# ---- fetch_unit ----
**fetch_unit: the metal 2 layer**

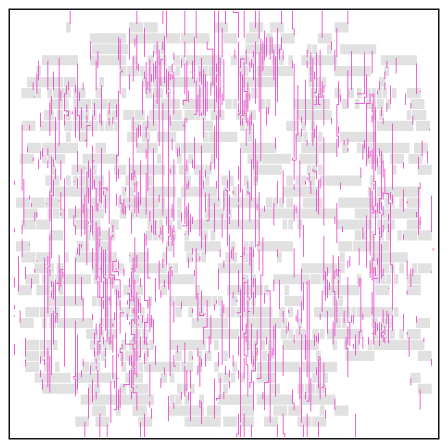

`config.mk`:
```
export PLATFORM = sky130hd
export DESIGN_NAME = fetch_unit
export DESIGN_NICKNAME = d
export VERILOG_FILES = /design/src/rtl/fetch_unit.sv
export SDC_FILE = /design/constraint.sdc
export NUM_CORES = 1
export LEC_CHECK = 0
export ABC_AREA = 1
export CAP_MARGIN = 15
export CORE_UTILIZATION = 40
export CTS_CLUSTER_DIAMETER = 30
export DETAILED_ROUTE_END_ITERATION = 7
export PLACE_DENSITY_LB_ADDON = 0.12
export SETUP_SLACK_MARGIN = 0.02
export SYNTH_ARGS = -nofsm -noshare
export SYNTH_HDL_FRONTEND = slang
export SYNTH_SLANG_ARGS = --single-unit
export TNS_END_PERCENT = 100
```
`constraint.sdc`:
```
create_clock -name clk -period 2.19 [get_ports clk]
set_clock_uncertainty 0.1 [all_clocks]
set_input_delay 0.438 -clock clk [delete_from_list [all_inputs] [get_ports clk]]
set_output_delay 0.438 -clock clk [all_outputs]
set_load 0.01 [all_outputs]
```
`src/rtl/fetch_unit.sv`:
```
// fetch_unit
//   Instruction fetch stage. It holds the fetch PC, a 2-entry queue of
//   {pc, instr} pairs feeding decode, and a RUN/HALTED state machine.
//   Fetching stops after a HALT_OPCODE instruction is enqueued. A redirect
//   flushes the queue, reloads the PC and restarts fetching.
//
// Parameters
//   RESET_PC         byte address loaded into the PC on reset
//   HALT_OPCODE      instr[15:12] value that stops fetching
//
// Ports
//   clk              rising-edge clock
//   reset_n          asynchronous active-low reset
//   imem_addr        fetch byte address (the PC register itself)
//   imem_data        instruction at imem_addr, valid in the same cycle
//   redirect         taken branch/jump: flush and restart fetch
//   redirect_target  new fetch address, sampled while redirect=1
//   if_valid         head queue entry presented to decode
//   if_ready         decode accepts the head entry this cycle
//   if_instr         head entry instruction
//   if_pc            head entry byte address
//   halted           state machine is in HALTED

module fetch_unit #(
  parameter logic [15:0] RESET_PC    = 16'h0000,
  parameter logic [3:0]  HALT_OPCODE = 4'hF
) (
  input  logic        clk,
  input  logic        reset_n,
  output logic [15:0] imem_addr,
  input  logic [15:0] imem_data,
  input  logic        redirect,
  input  logic [15:0] redirect_target,
  output logic        if_valid,
  input  logic        if_ready,
  output logic [15:0] if_instr,
  output logic [15:0] if_pc,
  output logic        halted
);

  typedef enum logic {
    ST_RUN    = 1'b0,
    ST_HALTED = 1'b1
  } state_t;

  state_t      state;
  logic [15:0] pc;
  logic [1:0]  count;

  // Slot 0 is always the head; slot 1 only ever holds the second entry.
  logic [15:0] q_pc    [2];
  logic [15:0] q_instr [2];

  logic        deq;
  logic        fetch;
  logic        tail_is_1;
  logic        is_halt;

  assign imem_addr = pc;
  assign if_valid  = (count != 2'd0) && !redirect;
  assign if_pc     = q_pc[0];
  assign if_instr  = q_instr[0];
  assign halted    = (state == ST_HALTED);

  assign deq     = if_valid && if_ready;
  assign fetch   = (state == ST_RUN) && !redirect &&
                   ((count != 2'd2) || deq);
  assign is_halt = (imem_data[15:12] == HALT_OPCODE);

  // The write slot is the occupancy left after this cycle's dequeue:
  // slot 1 when one entry survives, otherwise slot 0.
  assign tail_is_1 = ((count == 2'd2) && deq) || ((count == 2'd1) && !deq);

  // Slot 0 is only overwritten by a shift or a new entry, so when the queue
  // drains or is flushed the last head stays visible on if_pc/if_instr.
  always_ff @(posedge clk or negedge reset_n) begin
    if (!reset_n) begin
      state      <= ST_RUN;
      pc         <= RESET_PC;
      count      <= 2'd0;
      q_pc[0]    <= 16'h0000;
      q_pc[1]    <= 16'h0000;
      q_instr[0] <= 16'h0000;
      q_instr[1] <= 16'h0000;
    end else if (redirect) begin
      state <= ST_RUN;
      pc    <= {redirect_target[15:1], 1'b0};
      count <= 2'd0;
    end else begin
      if (deq && (count == 2'd2)) begin
        q_pc[0]    <= q_pc[1];
        q_instr[0] <= q_instr[1];
      end
      if (fetch) begin
        if (tail_is_1) begin
          q_pc[1]    <= pc;
          q_instr[1] <= imem_data;
        end else begin
          q_pc[0]    <= pc;
          q_instr[0] <= imem_data;
        end
        pc <= pc + 16'd2;
        if (is_halt) begin
          state <= ST_HALTED;
        end
      end
      count <= count + {1'b0, fetch} - {1'b0, deq};
    end
  end

endmodule
```
# ---- unsigned_16by8_seq_div ----
File: src/rtl/unsigned_16by8_seq_div.sv
// Iterative radix-2 restoring unsigned divider, 16-bit dividend by 8-bit divisor.
// One quotient bit per clock, valid/ready on both sides, one operation in flight.
module unsigned_16by8_seq_div #(
    parameter int DIVIDEND_W = 16,
    parameter int DIVISOR_W  = 8
) (
    input  logic                  clk,
    input  logic                  rst,
    input  logic                  in_valid,
    output logic                  in_ready,
    input  logic [DIVIDEND_W-1:0] dividend,
    input  logic [DIVISOR_W-1:0]  divisor,
    output logic                  out_valid,
    input  logic                  out_ready,
    output logic [DIVIDEND_W-1:0] quotient,
    output logic [DIVISOR_W-1:0]  remainder,
    output logic                  div_by_zero,
    output logic                  q_ovf
);

    localparam int CNT_W = $clog2(DIVIDEND_W);
    localparam logic [CNT_W-1:0] LAST = CNT_W'(DIVIDEND_W - 1);

    typedef enum logic [1:0] {
        IDLE = 2'd0,
        RUN  = 2'd1,
        DONE = 2'd2
    } state_t;

    state_t                r_state;
    logic [CNT_W-1:0]      r_cnt;
    logic [DIVIDEND_W-1:0] r_dvd;
    logic [DIVISOR_W-1:0]  r_dsr;
    logic [DIVISOR_W-1:0]  r_rem;

    logic [DIVISOR_W:0]    w_rem_sh;
    logic                  w_qbit;
    logic [DIVISOR_W-1:0]  w_rem_nx;
    logic [DIVIDEND_W-1:0] w_q_nx;

    // Quotient bits shift into the dividend register as dividend bits leave it.
    assign w_rem_sh = {r_rem, r_dvd[DIVIDEND_W-1]};
    assign w_qbit   = (w_rem_sh >= {1'b0, r_dsr});
    assign w_rem_nx = w_rem_sh[DIVISOR_W-1:0] - (w_qbit ? r_dsr : '0);
    assign w_q_nx   = {r_dvd[DIVIDEND_W-2:0], w_qbit};

    always_ff @(posedge clk or posedge rst) begin
        if (rst) begin
            r_state     <= IDLE;
            r_cnt       <= '0;
            r_dvd       <= '0;
            r_dsr       <= '0;
            r_rem       <= '0;
            in_ready    <= 1'b1;
            out_valid   <= 1'b0;
            quotient    <= '0;
            remainder   <= '0;
            div_by_zero <= 1'b0;
            q_ovf       <= 1'b0;
        end else begin
            case (r_state)
                IDLE: begin
                    if (in_valid) begin
                        in_ready <= 1'b0;
                        r_dvd    <= dividend;
                        r_dsr    <= divisor;
                        r_cnt    <= '0;
                        r_rem    <= '0;
                        if (divisor == '0) begin
                            r_state     <= DONE;
                            out_valid   <= 1'b1;
                            quotient    <= '1;
                            remainder   <= dividend[DIVISOR_W-1:0];
                            div_by_zero <= 1'b1;
                            q_ovf       <= 1'b1;
                        end else begin
                            r_state <= RUN;
                        end
                    end
                end
                RUN: begin
                    r_dvd <= w_q_nx;
                    r_rem <= w_rem_nx;
                    r_cnt <= r_cnt + 1'b1;
                    if (r_cnt == LAST) begin
                        r_state     <= DONE;
                        out_valid   <= 1'b1;
                        quotient    <= w_q_nx;
                        remainder   <= w_rem_nx;
                        div_by_zero <= 1'b0;
                        q_ovf       <= |w_q_nx[DIVIDEND_W-1:DIVISOR_W];
                    end
                end
                DONE: begin
                    if (out_ready) begin
                        r_state   <= IDLE;
                        out_valid <= 1'b0;
                        in_ready  <= 1'b1;
                    end
                end
                default: begin
                    r_state   <= IDLE;
                    out_valid <= 1'b0;
                    in_ready  <= 1'b1;
                end
            endcase
        end
    end

endmodule

File: config.mk
export PLATFORM = sky130hd
export DESIGN_NAME = unsigned_16by8_seq_div
export DESIGN_NICKNAME = d
export VERILOG_FILES = /design/src/rtl/unsigned_16by8_seq_div.sv
export SDC_FILE = /design/constraint.sdc
export NUM_CORES = 1
export LEC_CHECK = 0
export CAP_MARGIN = 20
export CORE_ASPECT_RATIO = 1.2
export CORE_MARGIN = 2
export CORE_UTILIZATION = 40
export DETAILED_ROUTE_END_ITERATION = 6
export PLACE_DENSITY = 0.69
export SYNTH_ARGS = -nofsm -noshare
export SYNTH_HDL_FRONTEND = slang
export SYNTH_SLANG_ARGS = --single-unit
File: constraint.sdc
create_clock -name clk -period 7.4 [get_ports clk]
set_clock_uncertainty 0.1 [all_clocks]
set_input_delay 2.22 -clock clk [delete_from_list [all_inputs] [get_ports clk]]
set_output_delay 2.22 -clock clk [all_outputs]
set_load 0.01 [all_outputs]
**unsigned_16by8_seq_div: sequential cells grouped by signal name**

Other sequential cells in the stronger gray, the rest of the logic in the fainter gray.
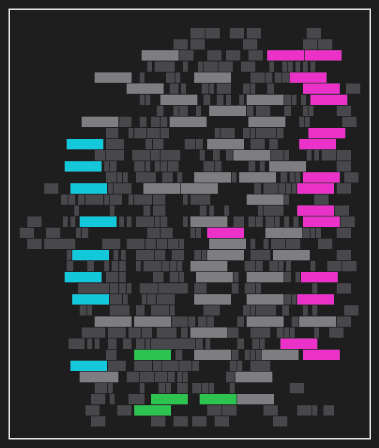
| netlist name | color | placed flops |
|---|---|---|
| `r_dsr` | cyan | 8 |
| `r_cnt` | green | 4 |
| `quotient` | magenta | 16 |

==> results.ini, unsigned_16by8_seq_div <==
[setup_path]
path_buffers = 2
crit_path_start_kind = input port

[global_routing]
grtUsageTotal_pct = 17.5
globalRouteOverflowTotal = 0

[clocking]
cts_tree = built
cts.sinks = 66

[yosys]
ys_area_um2 = 3400
ys_seq_share_pct = 48.6
yosys-top-cells-area = dfrtp_1, nand2_1, ha_1

[power_and_ir_drop]
peakVddDrop_uv = 198

[timing]
tightest_slew_ns = 0.850
hold_ws_ns = 0.371
min_period_over_period_pct = 53.9

[detailed_routing]
routed_wl_um = 7360
drc = 0

[run]
maxCapViolCount = 0

[status]
run_status = complete, no violations

[layout]
layout_top_cell = nand2_1
comb_cells = 264

unsigned_16by8_seq_div: power breakdown:
part | internal [mW] | leakage [nW] | total, mW | switching [mW]
clock network | 0.184 | 0.106 | 0.323 | 0.139
logic | 0.568 | 1.01 | 1.26 | 0.691
registers | 0.554 | 0.800 | 0.693 | 0.138
unsigned_16by8_seq_div: state kept, by name, indices dropped and copies added (netlist names), 2 cells and up:
signal     count
remainder      8
r_state        2
r_rem          8
quotient      16
r_dvd         16
r_dsr          8
r_cnt          4
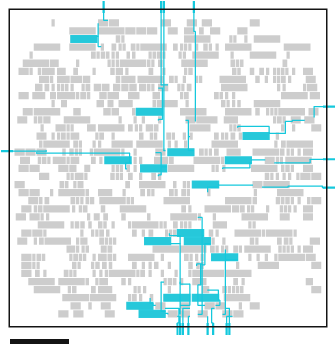
**Above:** fetch_unit (I/O nets highlighted).
Bar = 20 µm.
| port | color | bits | direction | end cells | wire |
|---|---|---|---|---|---|
| `if_pc` | cyan | 16 | output | 16 | 544 µm |
IO Count: 86
IO Port Bufs: 83

About 'the metal 2 layer' of fetch_unit:
main direction: vertical
wire length on this layer: 4450 µm
longest straight run: 47.1 µm
share of all routed wire: 46%

==> results.ini, fetch_unit <==
[status]
run_status = complete, no violations

[timing]
hold_ws_ns = 0.387
min_period_ns = 1.97
setup_viol = 0

[clocking]
cts_setup_buffers = 0
holdBufCountCts = 1
cts.sinks = 81
htreeDepth = 3
numCtsBuffers = 9
cts_root_buf = clkbuf_8

[power_and_ir_drop]
p_clk_share_pct = 15.1
total_leakage_power_nw = 2.74
peakVddDrop_uv = 555
power_frac_seq_pct = 38.1
fin_total_pwr_mw = 6.83
comb_power_share_pct = 46.8
power.switching_mw = 2.62

[global_routing]
grt_pass1_vias = 3459
grt_pass1_wl_um = 16400

[yosys]
most_common_cell = nand2_1
ys_seq_share_pct = 46.6
synth-edff-count = 0
async_flop_share_pct = 100
synth_area_um2 = 4350
fp_nets = 619
common_cells = nand2_1, dfrtp_1, inv_1
synth_area_per_cell_um2 = 7.51

[min_path]
hold_start = q_pc[5]

[setup_path]
crit_path_start_kind = flip-flop
reg2reg_from = imem_addr[2]
r2r-end = imem_addr[11]
path_cells = clkdlybuf4s50_1
critPathKind = flip-flop to output pin
r2r_cells = 7
cpLargestDelayFamily = buffers and inverters

[floorplan]
std_cell_rows = 37
die_x_um = 106
die_area_um2 = 11300

[run]
openroad.warnings = 27
maxCapViolCount = 0

[layout]
final_util_pct = 51.7
n_all_buffers = 108
drive_above_1_share_pct = 7.59
final_cells = 782
comb_cells = 373

[place]
hpwl_um = 6930

## fetch_unit: routing by layer
layer	track usage, %	share of wire (%)
met1	25.8	48
met2	28.0	46
met3	3.07	4.8
met4	7.84	0.73
met5	0	0
## fetch_unit: cell families after synthesis
| kind of cell | share of synthesized area (%) |
|---|---|
| AND-OR/OR-AND | 7.70 |
| XOR/XNOR | 1.81 |
| adder cells (fa/ha/maj) | 0.862 |
| buffers and inverters | 15.1 |
| flip-flops | 46.6 |
| other | 0.0861 |
| AND/OR/NAND/NOR | 27.8 |

# ---- riscv_regfile ----
**riscv_regfile: I/O nets highlighted**

Bar = 100 µm.
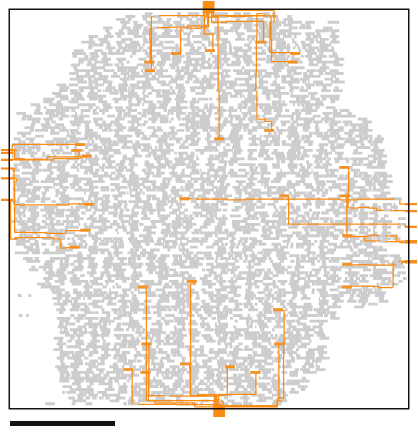

$ cat src/rtl/riscv_regfile.sv
// RV32I integer register file: 32 x XLEN storage, one synchronous write port,
// two combinational read ports, x0 hardwired to zero.
// Optional write-first bypass on the read ports: define RISCV_REGFILE_BYPASS_EN.
// Without it, reads return stored contents only (read-first); the pipeline forwards externally.
// Data width is taken from `XLEN (defaults to 32 when not provided by the build).

`ifndef XLEN
`define XLEN 32
`endif

module riscv_regfile #(
  parameter logic [`XLEN-1:0] REGFILE_INIT = `XLEN'h0,
  parameter int unsigned      NREG         = 32,
  parameter int unsigned      AWIDTH       = 5
) (
  input  logic              i_clk,
  input  logic              i_rstn,
  output logic [`XLEN-1:0]  o_rs1_data,
  output logic [`XLEN-1:0]  o_rs2_data,
  input  logic [AWIDTH-1:0] i_rs1_addr,
  input  logic [AWIDTH-1:0] i_rs2_addr,
  input  logic [AWIDTH-1:0] i_rd_addr,
  input  logic [`XLEN-1:0]  i_rd_data,
  input  logic              i_rd_we
);

  localparam int unsigned XLEN_W = `XLEN;

  // Entry 0 is held at zero and never written; reads of address 0 are also masked.
  logic [XLEN_W-1:0] regs [NREG];

  logic rd_valid;
  assign rd_valid = i_rd_we && (i_rd_addr != '0);

  // Storage: async reset loads REGFILE_INIT into x1..x31, then enabled writes to non-zero addresses.
  always_ff @(posedge i_clk or negedge i_rstn) begin
    if (!i_rstn) begin
      regs[0] <= '0;
      for (int i = 1; i < int'(NREG); i++) begin
        regs[i] <= REGFILE_INIT;
      end
    end else if (rd_valid) begin
      regs[i_rd_addr] <= i_rd_data;
    end
  end

`ifdef RISCV_REGFILE_BYPASS_EN
  logic byp1;
  logic byp2;

  // Write-first bypass: a live write to the addressed register shows through in the same cycle.
  always_comb begin
    byp1 = 1'b0;
    byp2 = 1'b0;
    if (i_rstn && rd_valid) begin
      byp1 = (i_rs1_addr == i_rd_addr);
      byp2 = (i_rs2_addr == i_rd_addr);
    end
  end
`else
  logic byp1;
  logic byp2;

  // Read-first build: stored contents only.
  always_comb begin
    byp1 = 1'b0;
    byp2 = 1'b0;
  end
`endif

  // Read port 1: zero for x0, bypassed write data when enabled, else stored value.
  always_comb begin
    o_rs1_data = '0;
    if (i_rs1_addr != '0) begin
      o_rs1_data = byp1 ? i_rd_data : regs[i_rs1_addr];
    end
  end

  // Read port 2: same rules as port 1, fully independent.
  always_comb begin
    o_rs2_data = '0;
    if (i_rs2_addr != '0) begin
      o_rs2_data = byp2 ? i_rd_data : regs[i_rs2_addr];
    end
  end

endmodule

$ cat config.mk
export PLATFORM = sky130hd
export DESIGN_NAME = riscv_regfile
export DESIGN_NICKNAME = d
export VERILOG_FILES = /design/src/rtl/riscv_regfile.sv
export SDC_FILE = /design/constraint.sdc
export NUM_CORES = 2
export LEC_CHECK = 0
export CORE_UTILIZATION = 38
export DETAILED_ROUTE_END_ITERATION = 6
export PLACE_DENSITY = 0.55
export SYNTH_ARGS = -nofsm -noshare
export SYNTH_HDL_FRONTEND = slang
export SYNTH_SLANG_ARGS = --single-unit
export TNS_END_PERCENT = 1
$ cat constraint.sdc
create_clock -name i_clk -period 2.7 [get_ports i_clk]
set_clock_uncertainty 0.05 [all_clocks]
set_input_delay 0.54 -clock i_clk [delete_from_list [all_inputs] [get_ports i_clk]]
set_output_delay 0.54 -clock i_clk [all_outputs]
set_load 0.05 [all_outputs]
# ---- branch_resolve_unit ----
**config.mk**
```make
export PLATFORM = sky130hd
export DESIGN_NAME = branch_resolve_unit
export DESIGN_NICKNAME = d
export VERILOG_FILES = /design/src/rtl/bp_pkg.sv /design/src/rtl/bp_fifo.sv /design/src/rtl/branch_resolve_unit.sv
export SDC_FILE = /design/constraint.sdc
export NUM_CORES = 1
export LEC_CHECK = 0
export CELL_PAD_IN_SITES_DETAIL_PLACEMENT = 0
export CELL_PAD_IN_SITES_GLOBAL_PLACEMENT = 1
export CORE_MARGIN = 5
export CORE_UTILIZATION = 46
export CTS_CLUSTER_SIZE = 8
export DETAILED_ROUTE_END_ITERATION = 8
export PLACE_DENSITY = 0.82
export SETUP_SLACK_MARGIN = 0.4
export SLEW_MARGIN = 15
export SYNTH_ARGS = -nofsm -noshare
export SYNTH_HDL_FRONTEND = slang
export SYNTH_SLANG_ARGS = --single-unit
```
**constraint.sdc**
```tcl
create_clock -name i_clk -period 7 [get_ports i_clk]
set_clock_uncertainty 0.05 [all_clocks]
set_input_delay 1.4 -clock i_clk [delete_from_list [all_inputs] [get_ports i_clk]]
set_output_delay 1.4 -clock i_clk [all_outputs]
set_load 0.005 [all_outputs]
```
**src/rtl/bp_pkg.sv**
```systemverilog
// Shared types and constants for the branch resolve unit.
//   GBIT       default PHT index width (matches the gshare predictor)
//   IDX_W      storage width of the index field inside a queue entry
//   OP_BRANCH  RISC-V conditional-branch major opcode
//   bp_entry_t one in-flight branch: {pc, taken, idx, target}
package bp_pkg;
  localparam int GBIT  = 10;
  localparam int IDX_W = 32;  // wide enough for any GBIT override; top slices it
  localparam logic [6:0] OP_BRANCH = 7'b1100011;

  typedef struct packed {
    logic [31:0]      pc;
    logic             taken;
    logic [IDX_W-1:0] idx;
    logic [31:0]      target;
  } bp_entry_t;
endpackage

```
**src/rtl/bp_fifo.sv**
```systemverilog
// Synchronous FIFO of bp_entry_t with a one-cycle clear.
//   i_clk, i_rst  clock, synchronous active-high reset
//   i_clr         drop every entry (pointers back to 0); wins over push/pop
//   i_push/i_din  write one entry when not full
//   i_pop         retire the head entry when not empty
//   o_head        current head entry (valid when ~o_empty)
//   o_full/o_empty occupancy flags, pure functions of the pointers
module bp_fifo
  import bp_pkg::*;
#(
  parameter int DEPTH = 4
) (
  input  logic      i_clk,
  input  logic      i_rst,
  input  logic      i_clr,
  input  logic      i_push,
  input  bp_entry_t i_din,
  input  logic      i_pop,
  output bp_entry_t o_head,
  output logic      o_full,
  output logic      o_empty
);
  localparam int AW = $clog2(DEPTH);

  bp_entry_t      r_mem [DEPTH];
  logic [AW:0]    r_wptr;
  logic [AW:0]    r_rptr;

  // Extra MSB on each pointer separates full from empty when the low bits match.
  assign o_empty = (r_wptr == r_rptr);
  assign o_full  = (r_wptr[AW] != r_rptr[AW]) && (r_wptr[AW-1:0] == r_rptr[AW-1:0]);
  assign o_head  = r_mem[r_rptr[AW-1:0]];

  always_ff @(posedge i_clk) begin
    if (i_rst || i_clr) begin
      r_wptr <= '0;
      r_rptr <= '0;
    end else begin
      if (i_push && !o_full)  r_wptr <= r_wptr + 1'b1;
      if (i_pop  && !o_empty) r_rptr <= r_rptr + 1'b1;
    end
  end

  // Storage needs no reset: nothing reads an entry the pointers say is absent.
  always_ff @(posedge i_clk) begin
    if (i_push && !o_full) r_mem[r_wptr[AW-1:0]] <= i_din;
  end
endmodule

```
**src/rtl/branch_resolve_unit.sv**
```systemverilog
// Tracks predicted conditional branches from fetch until execute resolves them
// in order, then emits predictor training, front-end redirect and flush.
//   i_pred_*   F-stage prediction metadata push (pc, direction, PHT idx, target)
//   i_ex_*     E-stage resolution of the oldest in-flight branch
//   o_full     queue full, F must stall (pointer-derived, no input path)
//   o_update_* one-cycle training strobe with PHT idx and actual direction
//   o_redirect/o_flush/o_redirect_pc  one-cycle mispredict redirect
//   o_err      sticky: a resolve arrived with nothing in flight
//   o_br_cnt/o_mis_cnt  resolved / mispredicted branch counters (wrap)
module branch_resolve_unit
  import bp_pkg::*;
#(
  parameter int GBIT  = bp_pkg::GBIT,
  parameter int DEPTH = 4
) (
  input  logic            i_clk,
  input  logic            i_rst,
  input  logic            i_pred_valid,
  input  logic [31:0]     i_pred_pc,
  input  logic            i_pred_taken,
  input  logic [GBIT-1:0] i_pred_idx,
  input  logic [31:0]     i_pred_target,
  input  logic            i_ex_valid,
  input  logic            i_ex_taken,
  input  logic [31:0]     i_ex_target,
  output logic            o_full,
  output logic            o_update_en,
  output logic [GBIT-1:0] o_update_idx,
  output logic            o_update_taken,
  output logic            o_redirect,
  output logic [31:0]     o_redirect_pc,
  output logic            o_flush,
  output logic            o_err,
  output logic [31:0]     o_br_cnt,
  output logic [31:0]     o_mis_cnt
);
  bp_entry_t   w_din;
  bp_entry_t   w_head;
  logic        w_full;
  logic        w_empty;
  logic        w_pop_req;
  logic        w_resolve;
  logic        w_mis;
  logic        w_drop;
  logic        w_push;
  logic [31:0] w_correct_pc;

  logic            r_update_en;
  logic [GBIT-1:0] r_update_idx;
  logic            r_update_taken;
  logic            r_redirect;
  logic [31:0]     r_redirect_pc;
  logic            r_err;
  logic [31:0]     r_br_cnt;
  logic [31:0]     r_mis_cnt;

  always_comb begin
    w_din        = '0;
    w_din.pc     = i_pred_pc;
    w_din.taken  = i_pred_taken;
    w_din.idx    = IDX_W'(i_pred_idx);
    w_din.target = i_pred_target;
  end

  // While a redirect is out, E is holding a flushed instruction: ignore it.
  assign w_pop_req    = i_ex_valid && !r_redirect;
  assign w_resolve    = w_pop_req && !w_empty;
  assign w_mis        = w_resolve &&
                        ((w_head.taken != i_ex_taken) ||
                         (i_ex_taken && (w_head.target != i_ex_target)));
  assign w_correct_pc = i_ex_taken ? i_ex_target : (w_head.pc + 32'd4);
  // Anything fetched in a mispredict or redirect cycle is wrong-path.
  assign w_drop       = w_mis || r_redirect;
  assign w_push       = i_pred_valid && !w_full && !w_drop;

  bp_fifo #(.DEPTH(DEPTH)) u_fifo (
    .i_clk   (i_clk),
    .i_rst   (i_rst),
    .i_clr   (w_mis),
    .i_push  (w_push),
    .i_din   (w_din),
    .i_pop   (w_resolve),
    .o_head  (w_head),
    .o_full  (w_full),
    .o_empty (w_empty)
  );

  always_ff @(posedge i_clk) begin
    if (i_rst) begin
      r_update_en    <= 1'b0;
      r_update_idx   <= '0;
      r_update_taken <= 1'b0;
      r_redirect     <= 1'b0;
      r_redirect_pc  <= '0;
      r_err          <= 1'b0;
      r_br_cnt       <= '0;
      r_mis_cnt      <= '0;
    end else begin
      r_update_en <= w_resolve;
      r_redirect  <= w_mis;
      if (w_resolve) begin
        r_update_idx   <= w_head.idx[GBIT-1:0];
        r_update_taken <= i_ex_taken;
        r_br_cnt       <= r_br_cnt + 32'd1;
      end
      if (w_mis) begin
        r_redirect_pc <= w_correct_pc;
        r_mis_cnt     <= r_mis_cnt + 32'd1;
      end
      if (w_pop_req && w_empty) r_err <= 1'b1;
    end
  end

  assign o_full         = w_full;
  assign o_update_en    = r_update_en;
  assign o_update_idx   = r_update_idx;
  assign o_update_taken = r_update_taken;
  assign o_redirect     = r_redirect;
  assign o_flush        = r_redirect;
  assign o_redirect_pc  = r_redirect_pc;
  assign o_err          = r_err;
  assign o_br_cnt       = r_br_cnt;
  assign o_mis_cnt      = r_mis_cnt;
endmodule

```
# ---- logic_unit_arbiter_flat ----
===== src/rtl/logic_unit_arbiter_pkg.sv =====
// Shared opcode and FSM state definitions for the logic-unit arbiter.
package logic_pkg;

   localparam logic [2:0] OP_AND  = 3'd0;
   localparam logic [2:0] OP_NAND = 3'd1;
   localparam logic [2:0] OP_OR   = 3'd2;
   localparam logic [2:0] OP_NOR  = 3'd3;
   localparam logic [2:0] OP_XOR  = 3'd4;
   localparam logic [2:0] OP_XNOR = 3'd5;
   localparam logic [2:0] OP_NOT  = 3'd6;
   localparam logic [2:0] OP_PASS = 3'd7;

   typedef enum logic [1:0] {
      S_IDLE = 2'd0,
      S_EXEC = 2'd1,
      S_RESP = 2'd2
   } state_t;

endpackage


===== src/rtl/logic_unit_arbiter_if.sv =====
// Request/response bus between the requesters and the logic-unit arbiter.
interface logic_unit_arbiter_if #(
   parameter int WIDTH = 16,
   parameter int NREQ  = 2,
   parameter int ID_W  = 1
);
   logic [NREQ-1:0]       req_valid;
   logic [NREQ-1:0]       req_ready;
   logic [NREQ*3-1:0]     req_op;
   logic [NREQ*WIDTH-1:0] req_x;
   logic [NREQ*WIDTH-1:0] req_y;
   logic                  rsp_valid;
   logic                  rsp_ready;
   logic [ID_W-1:0]       rsp_id;
   logic [WIDTH-1:0]      rsp_data;
   logic                  rsp_zero;

   modport master (
      output req_valid, req_op, req_x, req_y, rsp_ready,
      input  req_ready, rsp_valid, rsp_id, rsp_data, rsp_zero
   );

   modport slave (
      input  req_valid, req_op, req_x, req_y, rsp_ready,
      output req_ready, rsp_valid, rsp_id, rsp_data, rsp_zero
   );
endinterface


===== src/rtl/logic_unit_arbiter_logic_unit.sv =====
// Combinational 8-function bitwise logic unit with zero flag.
module logic_unit
   import logic_pkg::*;
#(
   parameter int WIDTH = 16
) (
   input  logic [WIDTH-1:0] x,
   input  logic [WIDTH-1:0] y,
   input  logic [2:0]       op,
   output logic [WIDTH-1:0] out,
   output logic             zero
);

   // Select the bitwise function; y is ignored for NOT and PASS.
   always_comb begin
      out = '0;
      unique case (op)
         OP_AND:  out = x & y;
         OP_NAND: out = ~(x & y);
         OP_OR:   out = x | y;
         OP_NOR:  out = ~(x | y);
         OP_XOR:  out = x ^ y;
         OP_XNOR: out = ~(x ^ y);
         OP_NOT:  out = ~x;
         OP_PASS: out = x;
         default: out = '0;
      endcase
   end

   assign zero = (out == '0);

endmodule


===== src/rtl/logic_unit_arbiter.sv =====
// Round-robin arbiter sharing one logic unit between NREQ requesters.
// One transaction at a time: IDLE (grant/capture) -> EXEC -> RESP.
module logic_unit_arbiter
   import logic_pkg::*;
#(
   parameter int WIDTH = 16,
   parameter int NREQ  = 2,
   parameter int ID_W  = 1
) (
   input  logic                 clk,
   input  logic                 rst,
   logic_unit_arbiter_if.slave  bus,
   output logic                 busy
);

   state_t            state, state_n;
   logic [ID_W-1:0]   last_grant;
   logic [ID_W-1:0]   grant_idx;
   logic              grant_any;
   logic              accept;
   logic [NREQ-1:0]   ready_n;
   int unsigned       rr_idx;

   logic [2:0]        op_q;
   logic [WIDTH-1:0]  x_q, y_q;
   logic [ID_W-1:0]   id_q;

   logic              rsp_valid_q;
   logic [ID_W-1:0]   rsp_id_q;
   logic [WIDTH-1:0]  rsp_data_q;
   logic              rsp_zero_q;

   logic [WIDTH-1:0]  lu_out;
   logic              lu_zero;

   // Circular search for the first pending request after the last grant.
   always_comb begin
      grant_any = 1'b0;
      grant_idx = '0;
      rr_idx    = 0;
      for (int unsigned k = 1; k <= NREQ; k++) begin
         rr_idx = (int'(last_grant) + k) % NREQ;
         if (!grant_any && bus.req_valid[rr_idx]) begin
            grant_any = 1'b1;
            grant_idx = ID_W'(rr_idx);
         end
      end
   end

   // FSM state register.
   always_ff @(posedge clk or posedge rst) begin
      if (rst) state <= S_IDLE;
      else     state <= state_n;
   end

   // Next state and combinational ready; ready is held low while in reset.
   always_comb begin
      state_n = state;
      ready_n = '0;
      accept  = 1'b0;
      unique case (state)
         S_IDLE: begin
            if (!rst && grant_any) begin
               ready_n[grant_idx] = 1'b1;
               accept             = 1'b1;
               state_n            = S_EXEC;
            end
         end
         S_EXEC: state_n = S_RESP;
         S_RESP: begin
            if (rsp_valid_q && bus.rsp_ready) state_n = S_IDLE;
         end
         default: state_n = S_IDLE;
      endcase
   end

   // Operand capture on accept, result registration in EXEC, response handshake in RESP.
   always_ff @(posedge clk or posedge rst) begin
      if (rst) begin
         last_grant  <= ID_W'(NREQ - 1);
         op_q        <= '0;
         x_q         <= '0;
         y_q         <= '0;
         id_q        <= '0;
         rsp_valid_q <= 1'b0;
         rsp_id_q    <= '0;
         rsp_data_q  <= '0;
         rsp_zero_q  <= 1'b0;
      end else begin
         if (accept) begin
            op_q       <= bus.req_op[3*grant_idx +: 3];
            x_q        <= bus.req_x[WIDTH*grant_idx +: WIDTH];
            y_q        <= bus.req_y[WIDTH*grant_idx +: WIDTH];
            id_q       <= grant_idx;
            last_grant <= grant_idx;
         end
         if (state == S_EXEC) begin
            rsp_data_q  <= lu_out;
            rsp_zero_q  <= lu_zero;
            rsp_id_q    <= id_q;
            rsp_valid_q <= 1'b1;
         end else if (state == S_RESP && rsp_valid_q && bus.rsp_ready) begin
            rsp_valid_q <= 1'b0;
         end
      end
   end

   logic_unit #(.WIDTH(WIDTH)) u_lu (
      .x    (x_q),
      .y    (y_q),
      .op   (op_q),
      .out  (lu_out),
      .zero (lu_zero)
   );

   assign bus.req_ready = ready_n;
   assign bus.rsp_valid = rsp_valid_q;
   assign bus.rsp_id    = rsp_id_q;
   assign bus.rsp_data  = rsp_data_q;
   assign bus.rsp_zero  = rsp_zero_q;
   assign busy          = (state != S_IDLE);

endmodule

===== src/flat_wrapper.sv =====
// flat-port wrapper written by rule: the top's interface ports become plain ports
module logic_unit_arbiter_flat import logic_pkg::*;
#(
   parameter int WIDTH = 16,
   parameter int NREQ  = 2,
   parameter int ID_W  = 1
)
  (clk, rst, busy, bus_req_valid, bus_req_op, bus_req_x, bus_req_y, bus_rsp_ready, bus_req_ready, bus_rsp_valid, bus_rsp_id, bus_rsp_data, bus_rsp_zero);
  logic_unit_arbiter_if #(.WIDTH(WIDTH), .NREQ(NREQ), .ID_W(ID_W)) bus_i ();
  input  logic clk;
  input  logic rst;
  output logic busy;
  input wire logic [$bits(bus_i.req_valid)-1:0] bus_req_valid;
  input wire logic [$bits(bus_i.req_op)-1:0] bus_req_op;
  input wire logic [$bits(bus_i.req_x)-1:0] bus_req_x;
  input wire logic [$bits(bus_i.req_y)-1:0] bus_req_y;
  input wire logic [$bits(bus_i.rsp_ready)-1:0] bus_rsp_ready;
  output wire logic [$bits(bus_i.req_ready)-1:0] bus_req_ready;
  output wire logic [$bits(bus_i.rsp_valid)-1:0] bus_rsp_valid;
  output wire logic [$bits(bus_i.rsp_id)-1:0] bus_rsp_id;
  output wire logic [$bits(bus_i.rsp_data)-1:0] bus_rsp_data;
  output wire logic [$bits(bus_i.rsp_zero)-1:0] bus_rsp_zero;
  assign bus_i.req_valid = bus_req_valid;
  assign bus_i.req_op = bus_req_op;
  assign bus_i.req_x = bus_req_x;
  assign bus_i.req_y = bus_req_y;
  assign bus_i.rsp_ready = bus_rsp_ready;
  assign bus_req_ready = bus_i.req_ready;
  assign bus_rsp_valid = bus_i.rsp_valid;
  assign bus_rsp_id = bus_i.rsp_id;
  assign bus_rsp_data = bus_i.rsp_data;
  assign bus_rsp_zero = bus_i.rsp_zero;
  logic_unit_arbiter #(.WIDTH(WIDTH), .NREQ(NREQ), .ID_W(ID_W)) u_core (.clk(clk), .rst(rst), .bus(bus_i), .busy(busy));
endmodule

===== config.mk =====
export PLATFORM = sky130hd
export DESIGN_NAME = logic_unit_arbiter_flat
export DESIGN_NICKNAME = d
export VERILOG_FILES = /design/src/rtl/logic_unit_arbiter_pkg.sv /design/src/rtl/logic_unit_arbiter_if.sv /design/src/rtl/logic_unit_arbiter_logic_unit.sv /design/src/rtl/logic_unit_arbiter.sv /design/src/flat_wrapper.sv
export SDC_FILE = /design/constraint.sdc
export NUM_CORES = 1
export LEC_CHECK = 0
export CAP_MARGIN = 20
export CORE_ASPECT_RATIO = 1.2
export CORE_MARGIN = 3
export CORE_UTILIZATION = 35
export DETAILED_ROUTE_END_ITERATION = 8
export GPL_ROUTABILITY_DRIVEN = 0
export GPL_TIMING_DRIVEN = 0
export MAX_ROUTING_LAYER = met4
export PLACE_DENSITY_LB_ADDON = 0.2
export SLEW_MARGIN = 20
export SYNTH_ARGS = -nofsm -noshare
export SYNTH_HDL_FRONTEND = slang
export SYNTH_SLANG_ARGS = --single-unit

===== constraint.sdc =====
create_clock -name clk -period 3 [get_ports clk]
set_input_delay 0.6 -clock clk [delete_from_list [all_inputs] [get_ports clk]]
set_output_delay 0.6 -clock clk [all_outputs]
set_load 0.005 [all_outputs]

# ---- encoder_8to3_seq_flat ----
## src/rtl/encoder_8to3_seq_if.sv

```systemverilog
// rtl/encoder_8to3_seq_if.sv - line vector in, encoded index stream and status out
interface encoder_8to3_seq_if;
    logic [7:0] Y_n;
    logic       en;
    logic       ready;
    logic       A;
    logic       B;
    logic       C;
    logic       valid;
    logic       multi;
    logic [3:0] pend_cnt;
    logic       busy;

    modport master (
        output Y_n, en, ready,
        input  A, B, C, valid, multi, pend_cnt, busy
    );

    modport slave (
        input  Y_n, en, ready,
        output A, B, C, valid, multi, pend_cnt, busy
    );
endinterface

```

## src/rtl/encoder_8to3_seq.sv

```systemverilog
// rtl/encoder_8to3_seq.sv - captures active-low lines and emits their indices in priority order
module encoder_8to3_seq #(
    parameter bit HIGH_FIRST = 1'b1
) (
    input  logic                clk,
    input  logic                rst,
    encoder_8to3_seq_if.slave   bus
);

    typedef enum logic {IDLE, SERVE} state_t;

    state_t     state, state_nxt;
    logic [7:0] mask, mask_nxt;
    logic [2:0] idx, idx_nxt;
    logic [3:0] cnt, cnt_nxt;
    logic       valid, valid_nxt;
    logic       multi, multi_nxt;
    logic [7:0] lines;
    logic [7:0] rem;
    logic [3:0] lines_cnt;

    function automatic logic [2:0] pick(input logic [7:0] v);
        logic [2:0] r;
        r = 3'd0;
        if (HIGH_FIRST) begin
            for (int i = 0; i < 8; i++) begin
                if (v[i]) r = 3'(i);
            end
        end else begin
            for (int i = 7; i >= 0; i--) begin
                if (v[i]) r = 3'(i);
            end
        end
        return r;
    endfunction

    function automatic logic [3:0] popcount(input logic [7:0] v);
        logic [3:0] n;
        n = 4'd0;
        for (int i = 0; i < 8; i++) begin
            n = n + 4'(v[i]);
        end
        return n;
    endfunction

    assign lines     = ~bus.Y_n;
    assign lines_cnt = popcount(lines);
    assign rem       = mask & ~(8'b1 << idx);

    always_ff @(posedge clk or posedge rst) begin
        if (rst) begin
            state <= IDLE;
            mask  <= 8'h00;
            idx   <= 3'd0;
            cnt   <= 4'd0;
            valid <= 1'b0;
            multi <= 1'b0;
        end else begin
            state <= state_nxt;
            mask  <= mask_nxt;
            idx   <= idx_nxt;
            cnt   <= cnt_nxt;
            valid <= valid_nxt;
            multi <= multi_nxt;
        end
    end

    always_comb begin
        state_nxt = state;
        mask_nxt  = mask;
        idx_nxt   = idx;
        cnt_nxt   = cnt;
        valid_nxt = valid;
        multi_nxt = multi;
        case (state)
            IDLE: begin
                if (bus.en && (lines != 8'h00)) begin
                    mask_nxt  = lines;
                    cnt_nxt   = lines_cnt;
                    multi_nxt = (lines_cnt > 4'd1);
                    idx_nxt   = pick(lines);
                    valid_nxt = 1'b1;
                    state_nxt = SERVE;
                end
            end
            SERVE: begin
                // The index register keeps its last value on exit so A/B/C hold.
                if (valid && bus.ready) begin
                    mask_nxt = rem;
                    cnt_nxt  = cnt - 4'd1;
                    if (rem != 8'h00) begin
                        idx_nxt = pick(rem);
                    end else begin
                        valid_nxt = 1'b0;
                        state_nxt = IDLE;
                    end
                end
            end
            default: state_nxt = IDLE;
        endcase
    end

    assign bus.A        = idx[2];
    assign bus.B        = idx[1];
    assign bus.C        = idx[0];
    assign bus.valid    = valid;
    assign bus.multi    = multi;
    assign bus.pend_cnt = cnt;
    assign bus.busy     = (state == SERVE);

endmodule

```

## src/flat_wrapper.sv

```systemverilog
// flat-port wrapper written by rule: the top's interface ports become plain ports
module encoder_8to3_seq_flat 
#(
    parameter bit HIGH_FIRST = 1'b1
)
  (clk, rst, bus_Y_n, bus_en, bus_ready, bus_A, bus_B, bus_C, bus_valid, bus_multi, bus_pend_cnt, bus_busy);
  encoder_8to3_seq_if bus_i ();
  input  logic clk;
  input  logic rst;
  input wire logic [$bits(bus_i.Y_n)-1:0] bus_Y_n;
  input wire logic [$bits(bus_i.en)-1:0] bus_en;
  input wire logic [$bits(bus_i.ready)-1:0] bus_ready;
  output wire logic [$bits(bus_i.A)-1:0] bus_A;
  output wire logic [$bits(bus_i.B)-1:0] bus_B;
  output wire logic [$bits(bus_i.C)-1:0] bus_C;
  output wire logic [$bits(bus_i.valid)-1:0] bus_valid;
  output wire logic [$bits(bus_i.multi)-1:0] bus_multi;
  output wire logic [$bits(bus_i.pend_cnt)-1:0] bus_pend_cnt;
  output wire logic [$bits(bus_i.busy)-1:0] bus_busy;
  assign bus_i.Y_n = bus_Y_n;
  assign bus_i.en = bus_en;
  assign bus_i.ready = bus_ready;
  assign bus_A = bus_i.A;
  assign bus_B = bus_i.B;
  assign bus_C = bus_i.C;
  assign bus_valid = bus_i.valid;
  assign bus_multi = bus_i.multi;
  assign bus_pend_cnt = bus_i.pend_cnt;
  assign bus_busy = bus_i.busy;
  encoder_8to3_seq #(.HIGH_FIRST(HIGH_FIRST)) u_core (.clk(clk), .rst(rst), .bus(bus_i));
endmodule
```

## config.mk

```make
export PLATFORM = sky130hd
export DESIGN_NAME = encoder_8to3_seq_flat
export DESIGN_NICKNAME = d
export VERILOG_FILES = /design/src/rtl/encoder_8to3_seq_if.sv /design/src/rtl/encoder_8to3_seq.sv /design/src/flat_wrapper.sv
export SDC_FILE = /design/constraint.sdc
export NUM_CORES = 1
export LEC_CHECK = 0
export CORE_AREA = 2 2 54 56
export DETAILED_ROUTE_END_ITERATION = 8
export DIE_AREA = 0 0 56 58
export PLACE_DENSITY = 0.74
export RECOVER_POWER = 100
export SKIP_CTS_REPAIR_TIMING = 1
export SLEW_MARGIN = 15
export SYNTH_ARGS = -nofsm -noshare
export SYNTH_HDL_FRONTEND = slang
export SYNTH_SLANG_ARGS = --single-unit
```

## constraint.sdc

```tcl
create_clock -name clk -period 2.1 [get_ports clk]
set_input_delay 0.42 -clock clk [delete_from_list [all_inputs] [get_ports clk]]
set_output_delay 0.42 -clock clk [all_outputs]
set_load 0.005 [all_outputs]
```


==> screenshots <==
Track usage over the die.
shot_01.png
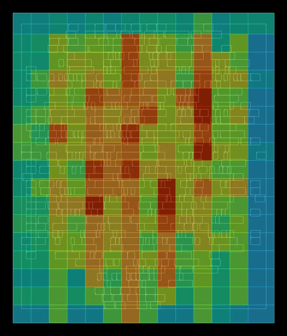
shot_02.png
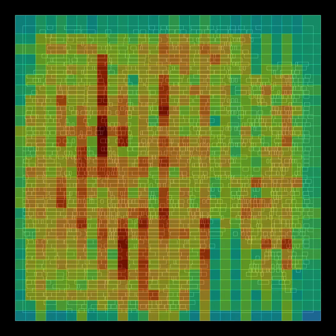
shot_03.png
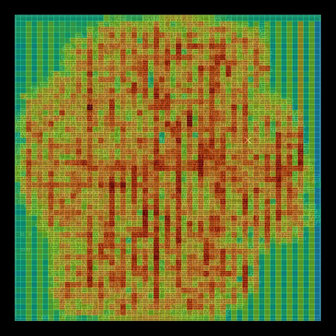
shot_04.png
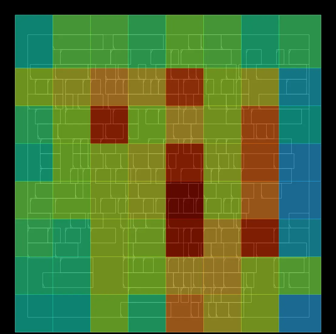
shot_04.png -> encoder_8to3_seq_flat
shot_03.png -> riscv_regfile
shot_02.png -> branch_resolve_unit
shot_01.png -> logic_unit_arbiter_flat
Of these, highest utilization: shot_04.png
Of these, most wire per cell: shot_03.png

**logic_unit_arbiter_flat: met1 routing**

Supply wires on this layer in gray.
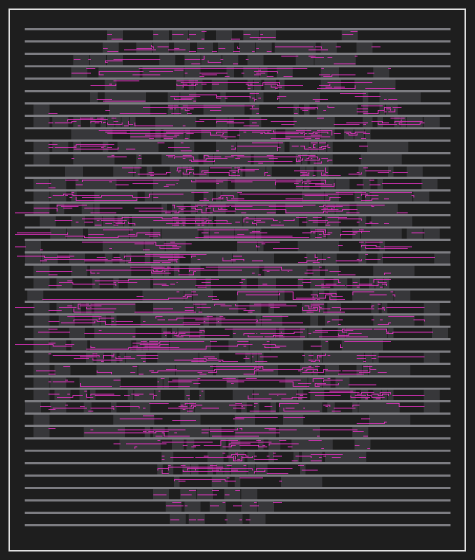
nets with wire on the layer: 515
longest straight run: 37.7 µm
main direction: horizontal
wire length on this layer: 3820 µm

==> results.ini, logic_unit_arbiter_flat <==
[min_path]
hold_depth = 2

[setup_path]
worst_path_most_repeated_cell = clkdlybuf4s50_1
worst-path-max-fanout = 10
cp-endpoint = bus_req_ready[1]
crit_start = bus_req_valid[0]
cp.arrival_ns = 2.30
cpLargestDelayFamily = buffers and inverters
endpoint_kind = output pin
cp.depth = 6

[layout]
flops = 58
final_util_pct = 50.6
nets = 592
layout_top_cells = clkdlybuf4s50_1, nand2_1, dfrtp_1, inv_1, ha_1
largestClassByArea = multi-input combinational cells
flop_area_um2 = 1450
layout_top_cell = clkdlybuf4s50_1
comb_share_pct = 38.0
syn2layout_area_growth_pct = 39.5
diodes = 0

[timing]
hold_viol = 0
slew_viol_final = 0
worst_clock_skew_ns = 0.00443
tightest_slew_ns = 0.737

[floorplan]
die_x_um = 99.7
io_pins = 97
die_area_um2 = 11800
coreArea_um2 = 10200

[yosys]
synth-edff-count = 0
top_cell_area_share_pct = 38.7
synthXorXnorAreaFrac_pct = 3.56
synthCells = 377
mux_area_share_pct = 14.7
ys_area_um2 = 3690
ys_cells = 377
simple_gate_share_pct = 11.6
ys_seq_share_pct = 39.4
ff_type = dfrtp_1

[global_routing]
grt_pass1_vias = 3215
top_usage_layer = met2
grtUsageTotal_pct = 17.4
grt_max_degree = 59
use_met2_pct = 30.1
antenna_found_initial = 0
globalRouteOverflowTotal = 0

[detailed_routing]
wire_per_inst_um = 15.4
post_drt_via_cell_ratio = 4.98
routed_wl_um = 9520
drt_iter0_drc = 100
antenna_left = 0
firstDrtPassIters = 4

[power_and_ir_drop]
power_frac_seq_pct = 27.7
switching_share_pct = 37.4
fin_total_pwr_mw = 5.10
intPower_mw = 3.19
peakVddDrop_uv = 317
power_leader = combinational logic
pwr.group.clock_mw = 0.963

[place]
portBuffers = 96
place_inst = 599

[clocking]
htreeDepth = 3
holdBufCountCts = 0
post_cts_resized = 9
clockBufferDepth = 2

[run]
openroad.warnings = 42

[status]
run_status = complete, no violations

-- logic_unit_arbiter_flat: flip-flops by register name, indices dropped and copies added (netlist names) --
name and cells:
u_core.op_q 3, u_core.x_q 16, u_core.bus.rsp_id 1, u_core.bus.rsp_valid 1, u_core.id_q 1, u_core.y_q 16
u_core.last_grant 1, u_core.bus.rsp_zero 1, u_core.bus.rsp_data 16, u_core.state 2
-- logic_unit_arbiter_flat: per-layer routing --
metal | wire, µm | up-vias
met4 | 153 | 0
met2 | 5100 | 81
met5 | 0 | -
li1 | - | 1517
met1 | 3820 | 1458
met3 | 439 | 10
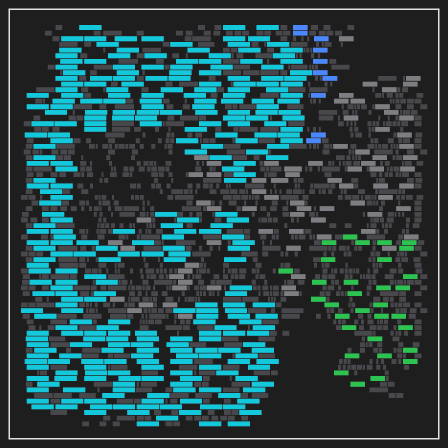
**Above:** branch_resolve_unit (sequential cells grouped by signal name).
Other sequential cells in the stronger gray, the rest of the logic in the fainter gray.
| netlist name | color | placed flops |
|---|---|---|
| `o_mis_cnt` | green | 32 |
| `u_fifo.r_mem` | cyan | 300 |
| `o_update_idx` | blue | 10 |

==> results.ini, branch_resolve_unit <==
[timing]
setup_slack_ns = 2.22
setup_viol = 0
min_period_ns = 4.78
fin_tns_setup_ns = 0
min_period_over_period_pct = 68.2
slew_headroom_pct = 31.0

[detailed_routing]
top_layer = met5
post_drt_via_cell_ratio = 5.55
antenna_left = 0
firstDrtPassIters = 5
m1WireLength_um = 19500
drt_iter0_drc = 910
via_count = 11400

[global_routing]
grt_max_degree = 101
grt_pass1_vias = 11400
gr-usage-met1_pct = 29.9
grtUsageTotal_pct = 21.4
antenna_found_initial = 2

[layout]
clock_area_share_pct = 7.74
flop_area_um2 = 11400
layout_top_cell = edfxtp_1
final_util_pct = 58.2
inverters = 17
fill_cells = 2994
largestClassByArea = sequential cells
nets = 1622
comb_cells = 766
seq_area_share_pct = 51.8
comb_share_pct = 26.4

[yosys]
ys_seq_share_pct = 64.6
common_cells = edfxtp_1, nand2_1, dfxtp_1
async_flop_share_pct = 0
synth_warnings = 0
synth_area_per_cell_um2 = 13.9
ff_type = edfxtp_1
synthCells = 1266
yosys-top-cells-area = edfxtp_1, dfxtp_1, mux4_2
ys_ff = 418
ys_types = 68

[place]
place.gp.congestion = 0.857
dpl_cell_area_um2 = 20300
place_inst = 1953
hpwl_um = 31500

[min_path]
hold_path_class = flip-flop to flip-flop
hold_start = o_update_idx[9]
hold_depth = 2

[setup_path]
worst-path-max-fanout = 64
crit_path_start_kind = flip-flop
cp-endpoint = u_fifo.r_mem[3][21]
path_cells = buf_4, mux2i_1, o21a_1, a32oi_1, a21o_1, a211oi_1, nand4_4, a21oi_4, buf_12
r2r-end = u_fifo.r_mem[3][21]
critPathKind = flip-flop to flip-flop
worst_path_largest_cell_delay_ns = 0.98

[status]
run_status = complete, no violations

[clocking]
cts.sinks = 418
cts_tree = built
holdBufCountCts = 0
clk_pin_slew_ns = 0.05
post_cts_resized = 0
cts_setup_buffers = 0
clk_latency_ns = 0.62

[floorplan]
coreArea_um2 = 37800
fp-utilization_pct = 46.6

[run]
openroad.warnings = 31

[power_and_ir_drop]
peakVddDrop_uv = 291
powerDensity_nw_per_um2 = 346
total_leakage_power_nw = 7.03

-- branch_resolve_unit: where the power goes --
part / internal [mW] / switching (mW) / total [mW]
Sequential: 3.02 / 0.202 / 3.23
Combinational: 0.780 / 0.998 / 1.78
Clock: 1.56 / 1.03 / 2.59
-- branch_resolve_unit: logic make-up (layout without fill, tap and decap cells) --
group           count (synthesis)  in the layout  share of synthesized area, %
flops                         418            418                          64.6
simple gates                  381            381                          11.1
compound gates                189            189                          6.44
mux                           109            109                          10.7
buf+inv                        82            361                          2.62
xor+xnor                       79             79                          3.93
fa+ha+maj                       8              8                         0.569
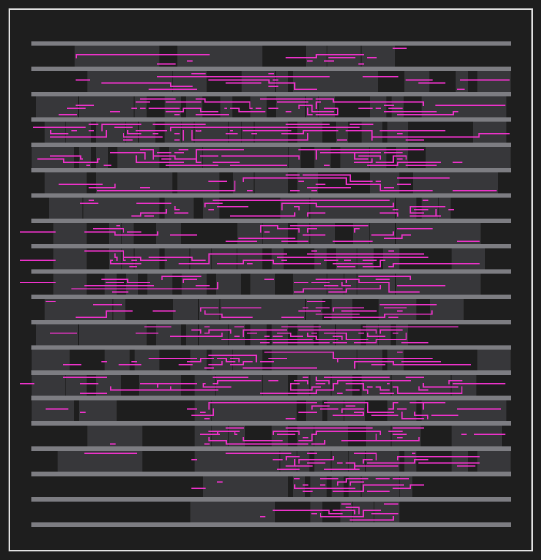
**Above:** encoder_8to3_seq_flat (met1 routing).
Supply wires on this layer in gray.
longest straight run: 20.2 µm
share of all routed wire: 44%
nets with wire on the layer: 196
final wirelength: 3310 µm
GR met1 Demand/Resource: 28.1%
DR vias: 1305

==> results.ini, encoder_8to3_seq_flat <==
[timing]
fin_tns_setup_ns = -2.67
setup_viol = 7
min_period_ns = 2.81
setup_slack_ns = -0.711
hold_viol = 0

[clocking]
clockBufferDepth = 2
clk_pin_slew_ns = 0.12
clk_latency_ns = 0.30
htreeDepth = 1

[floorplan]
io_pins = 22
die_area_um2 = 3250

[global_routing]
grtUsageTotal_pct = 21.5
top_usage_layer = met2
antenna_found_initial = 0
grt_max_degree = 19
grt_pass1_vias = 1223

[place]
dpl_cell_area_um2 = 1780
dp_slack_ns = -1.47
portBuffers = 21

[yosys]
yosys-top-cells-area = dfrtp_1, o21ai_0, fa_1
synth_warnings = 0
ff_type = dfrtp_1

[min_path]
hold_start = bus_Y_n[2]

[run]
openroad.warnings = 29

[layout]
regMostFlops = u_core.mask

[setup_path]
cp.depth = 12
worst-path-max-fanout = 2
worst_path_largest_cell_delay_ns = 0.55
reg2reg_from = u_core.idx[1]
critPathKind = input port to flip-flop
path_cells = buf_6, buf_6, inv_12, ha_4, fa_1, fa_1, fa_2, inv_2, fa_2, xor2_2, o22ai_2, a22o_1

[status]
run_status = complete, but fails checks
violations = setup timing

[detailed_routing]
firstDrtPassIters = 4
wire_per_inst_um = 14.6

==> encoder_8to3_seq_flat: where the power goes <==
part	internal, mW	switching [mW]	total, mW
Combinational	0.703	0.704	1.41
Sequential	0.511	0.200	0.711
Clock	0.106	0.114	0.220
Total	1.32	1.02	2.34
==> encoder_8to3_seq_flat: final cells by class <==
| class | instances | area (µm²) |
|---|---|---|
| clock buffers | 4 | 36.3 |
| fillers | 231 | 861 |
| inverters | 17 | 78.8 |
| multi-input cells | 114 | 822 |
| flip-flops and latches | 18 | 450 |
| well taps | 31 | 38.8 |
| repair buffers | 43 | 375 |
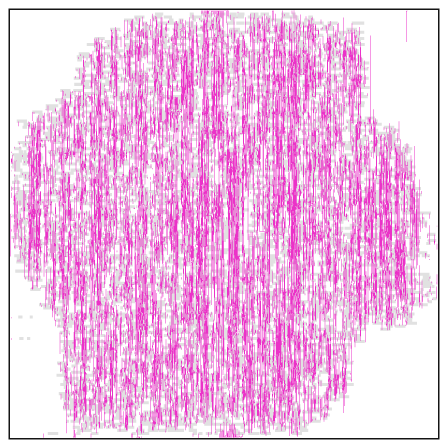
**Above:** riscv_regfile (the metal 2 layer).
longest straight run: 155 µm
share of all routed wire: 46%
wire length on this layer: 88.4 mm

About 'I/O nets highlighted' of riscv_regfile:
| port | color | bits | direction | end cells | wire |
|---|---|---|---|---|---|
| `o_rs2_data` | orange | 32 | output | 32 | 3460 µm |

==> results.ini, riscv_regfile <==
[status]
run_status = complete, but fails checks
violations = DRC, setup timing

[yosys]
ys_seq_share_pct = 47.1
common_cells = mux2_2, dfrtp_1, mux4_2
synth_warnings = 0
synthCells = 3620
synth-edff-count = 0
top_cell_area_share_pct = 47.1
fp_nets = 3670
mux_area_share_pct = 42.8

[power_and_ir_drop]
intPower_mw = 34.7
switching_share_pct = 28.4
powerDensity_nw_per_um2 = 690
power_leader = sequential cells
pwr.group.clock_mw = 16.2
power.switching_mw = 13.8

[timing]
slew_viol_final = 0
min_period_over_period_pct = 117
setup_slack_ns = -0.447
fin_tns_setup_ns = -19.95
min_period_ns = 3.15
setup_viol = 64

[place]
dpl_cell_area_um2 = 65300
place.gp.congestion = 0.817

[clocking]
cts_root_buf = clkbuf_16
clk_latency_ns = 0.75

[layout]
inverters = 2
n_all_buffers = 759
reg.largest.list = regs (1024)
largestClassByArea = multi-input combinational cells
flop_area_um2 = 25600
finalInstanceArea_um2 = 70300
drive_above_1_share_pct = 64.4
comb_share_pct = 41.5

[floorplan]
nWellTaps = 1890
fp-utilization_pct = 38.3
die_y_um = 380
die_x_um = 380

[detailed_routing]
post_drt_via_cell_ratio = 6.03
drc = 7
wire_per_inst_um = 32.0
firstDrtPassIters = 7

[setup_path]
ff2ff_setup_slack_ns = 1.84
r2r_cells = 1

[global_routing]
grt_max_degree = 110

[run]
openroad.warnings = 32

riscv_regfile: repair_timing:
item,4_1_cts,5_1_grt
resized,126,151
pin swaps,26,37
setup buffers,0,3
endpoints found under the setup margin,64,64
hold buffers,1,0
endpoints found under the hold margin,286,0
cloned,5,0
riscv_regfile: critical path, cell delays in order:
cell	delay, ns
buf_16	0.13
buf_16	0.20
buf_16	0.21
mux4_2	0.58
a22oi_2	0.32
buf_4	0.19
a311oi_4	0.14
buf_12	0.20
riscv_regfile: metal layers:
metal  part of all wire (%)  track usage (%)
met1                     45             38.7
met4                    3.3             9.37
met2                     46             40.6
met3                    6.4             5.38
met5                      0                0


==> gallery <==
I/O nets highlighted.
picture 1
Bar = 50 µm.
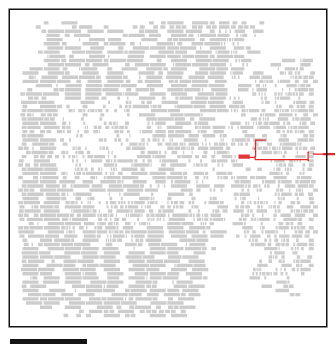
picture 2
Bar = 20 µm.
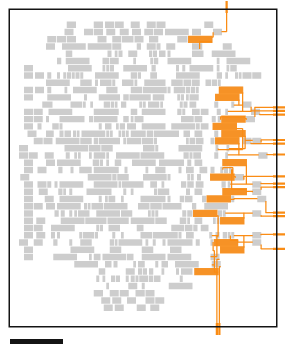
picture 3
Bar = 20 µm.
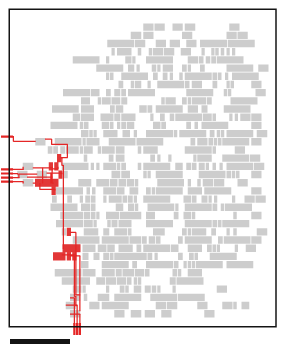
picture 4
Bar = 20 µm.
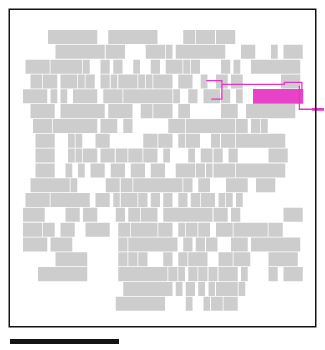
unsigned_16by8_seq_div is picture 3.
logic_unit_arbiter_flat is picture 2.
encoder_8to3_seq_flat is picture 4.
branch_resolve_unit is picture 1.

Key to picture 3:
| port | color | bits | direction | end cells | wire |
|---|---|---|---|---|---|
| `divisor` | red | 8 | input | 11 | 217 µm |

Power figures rest on the tool's default switching activity, not on a simulated workload.
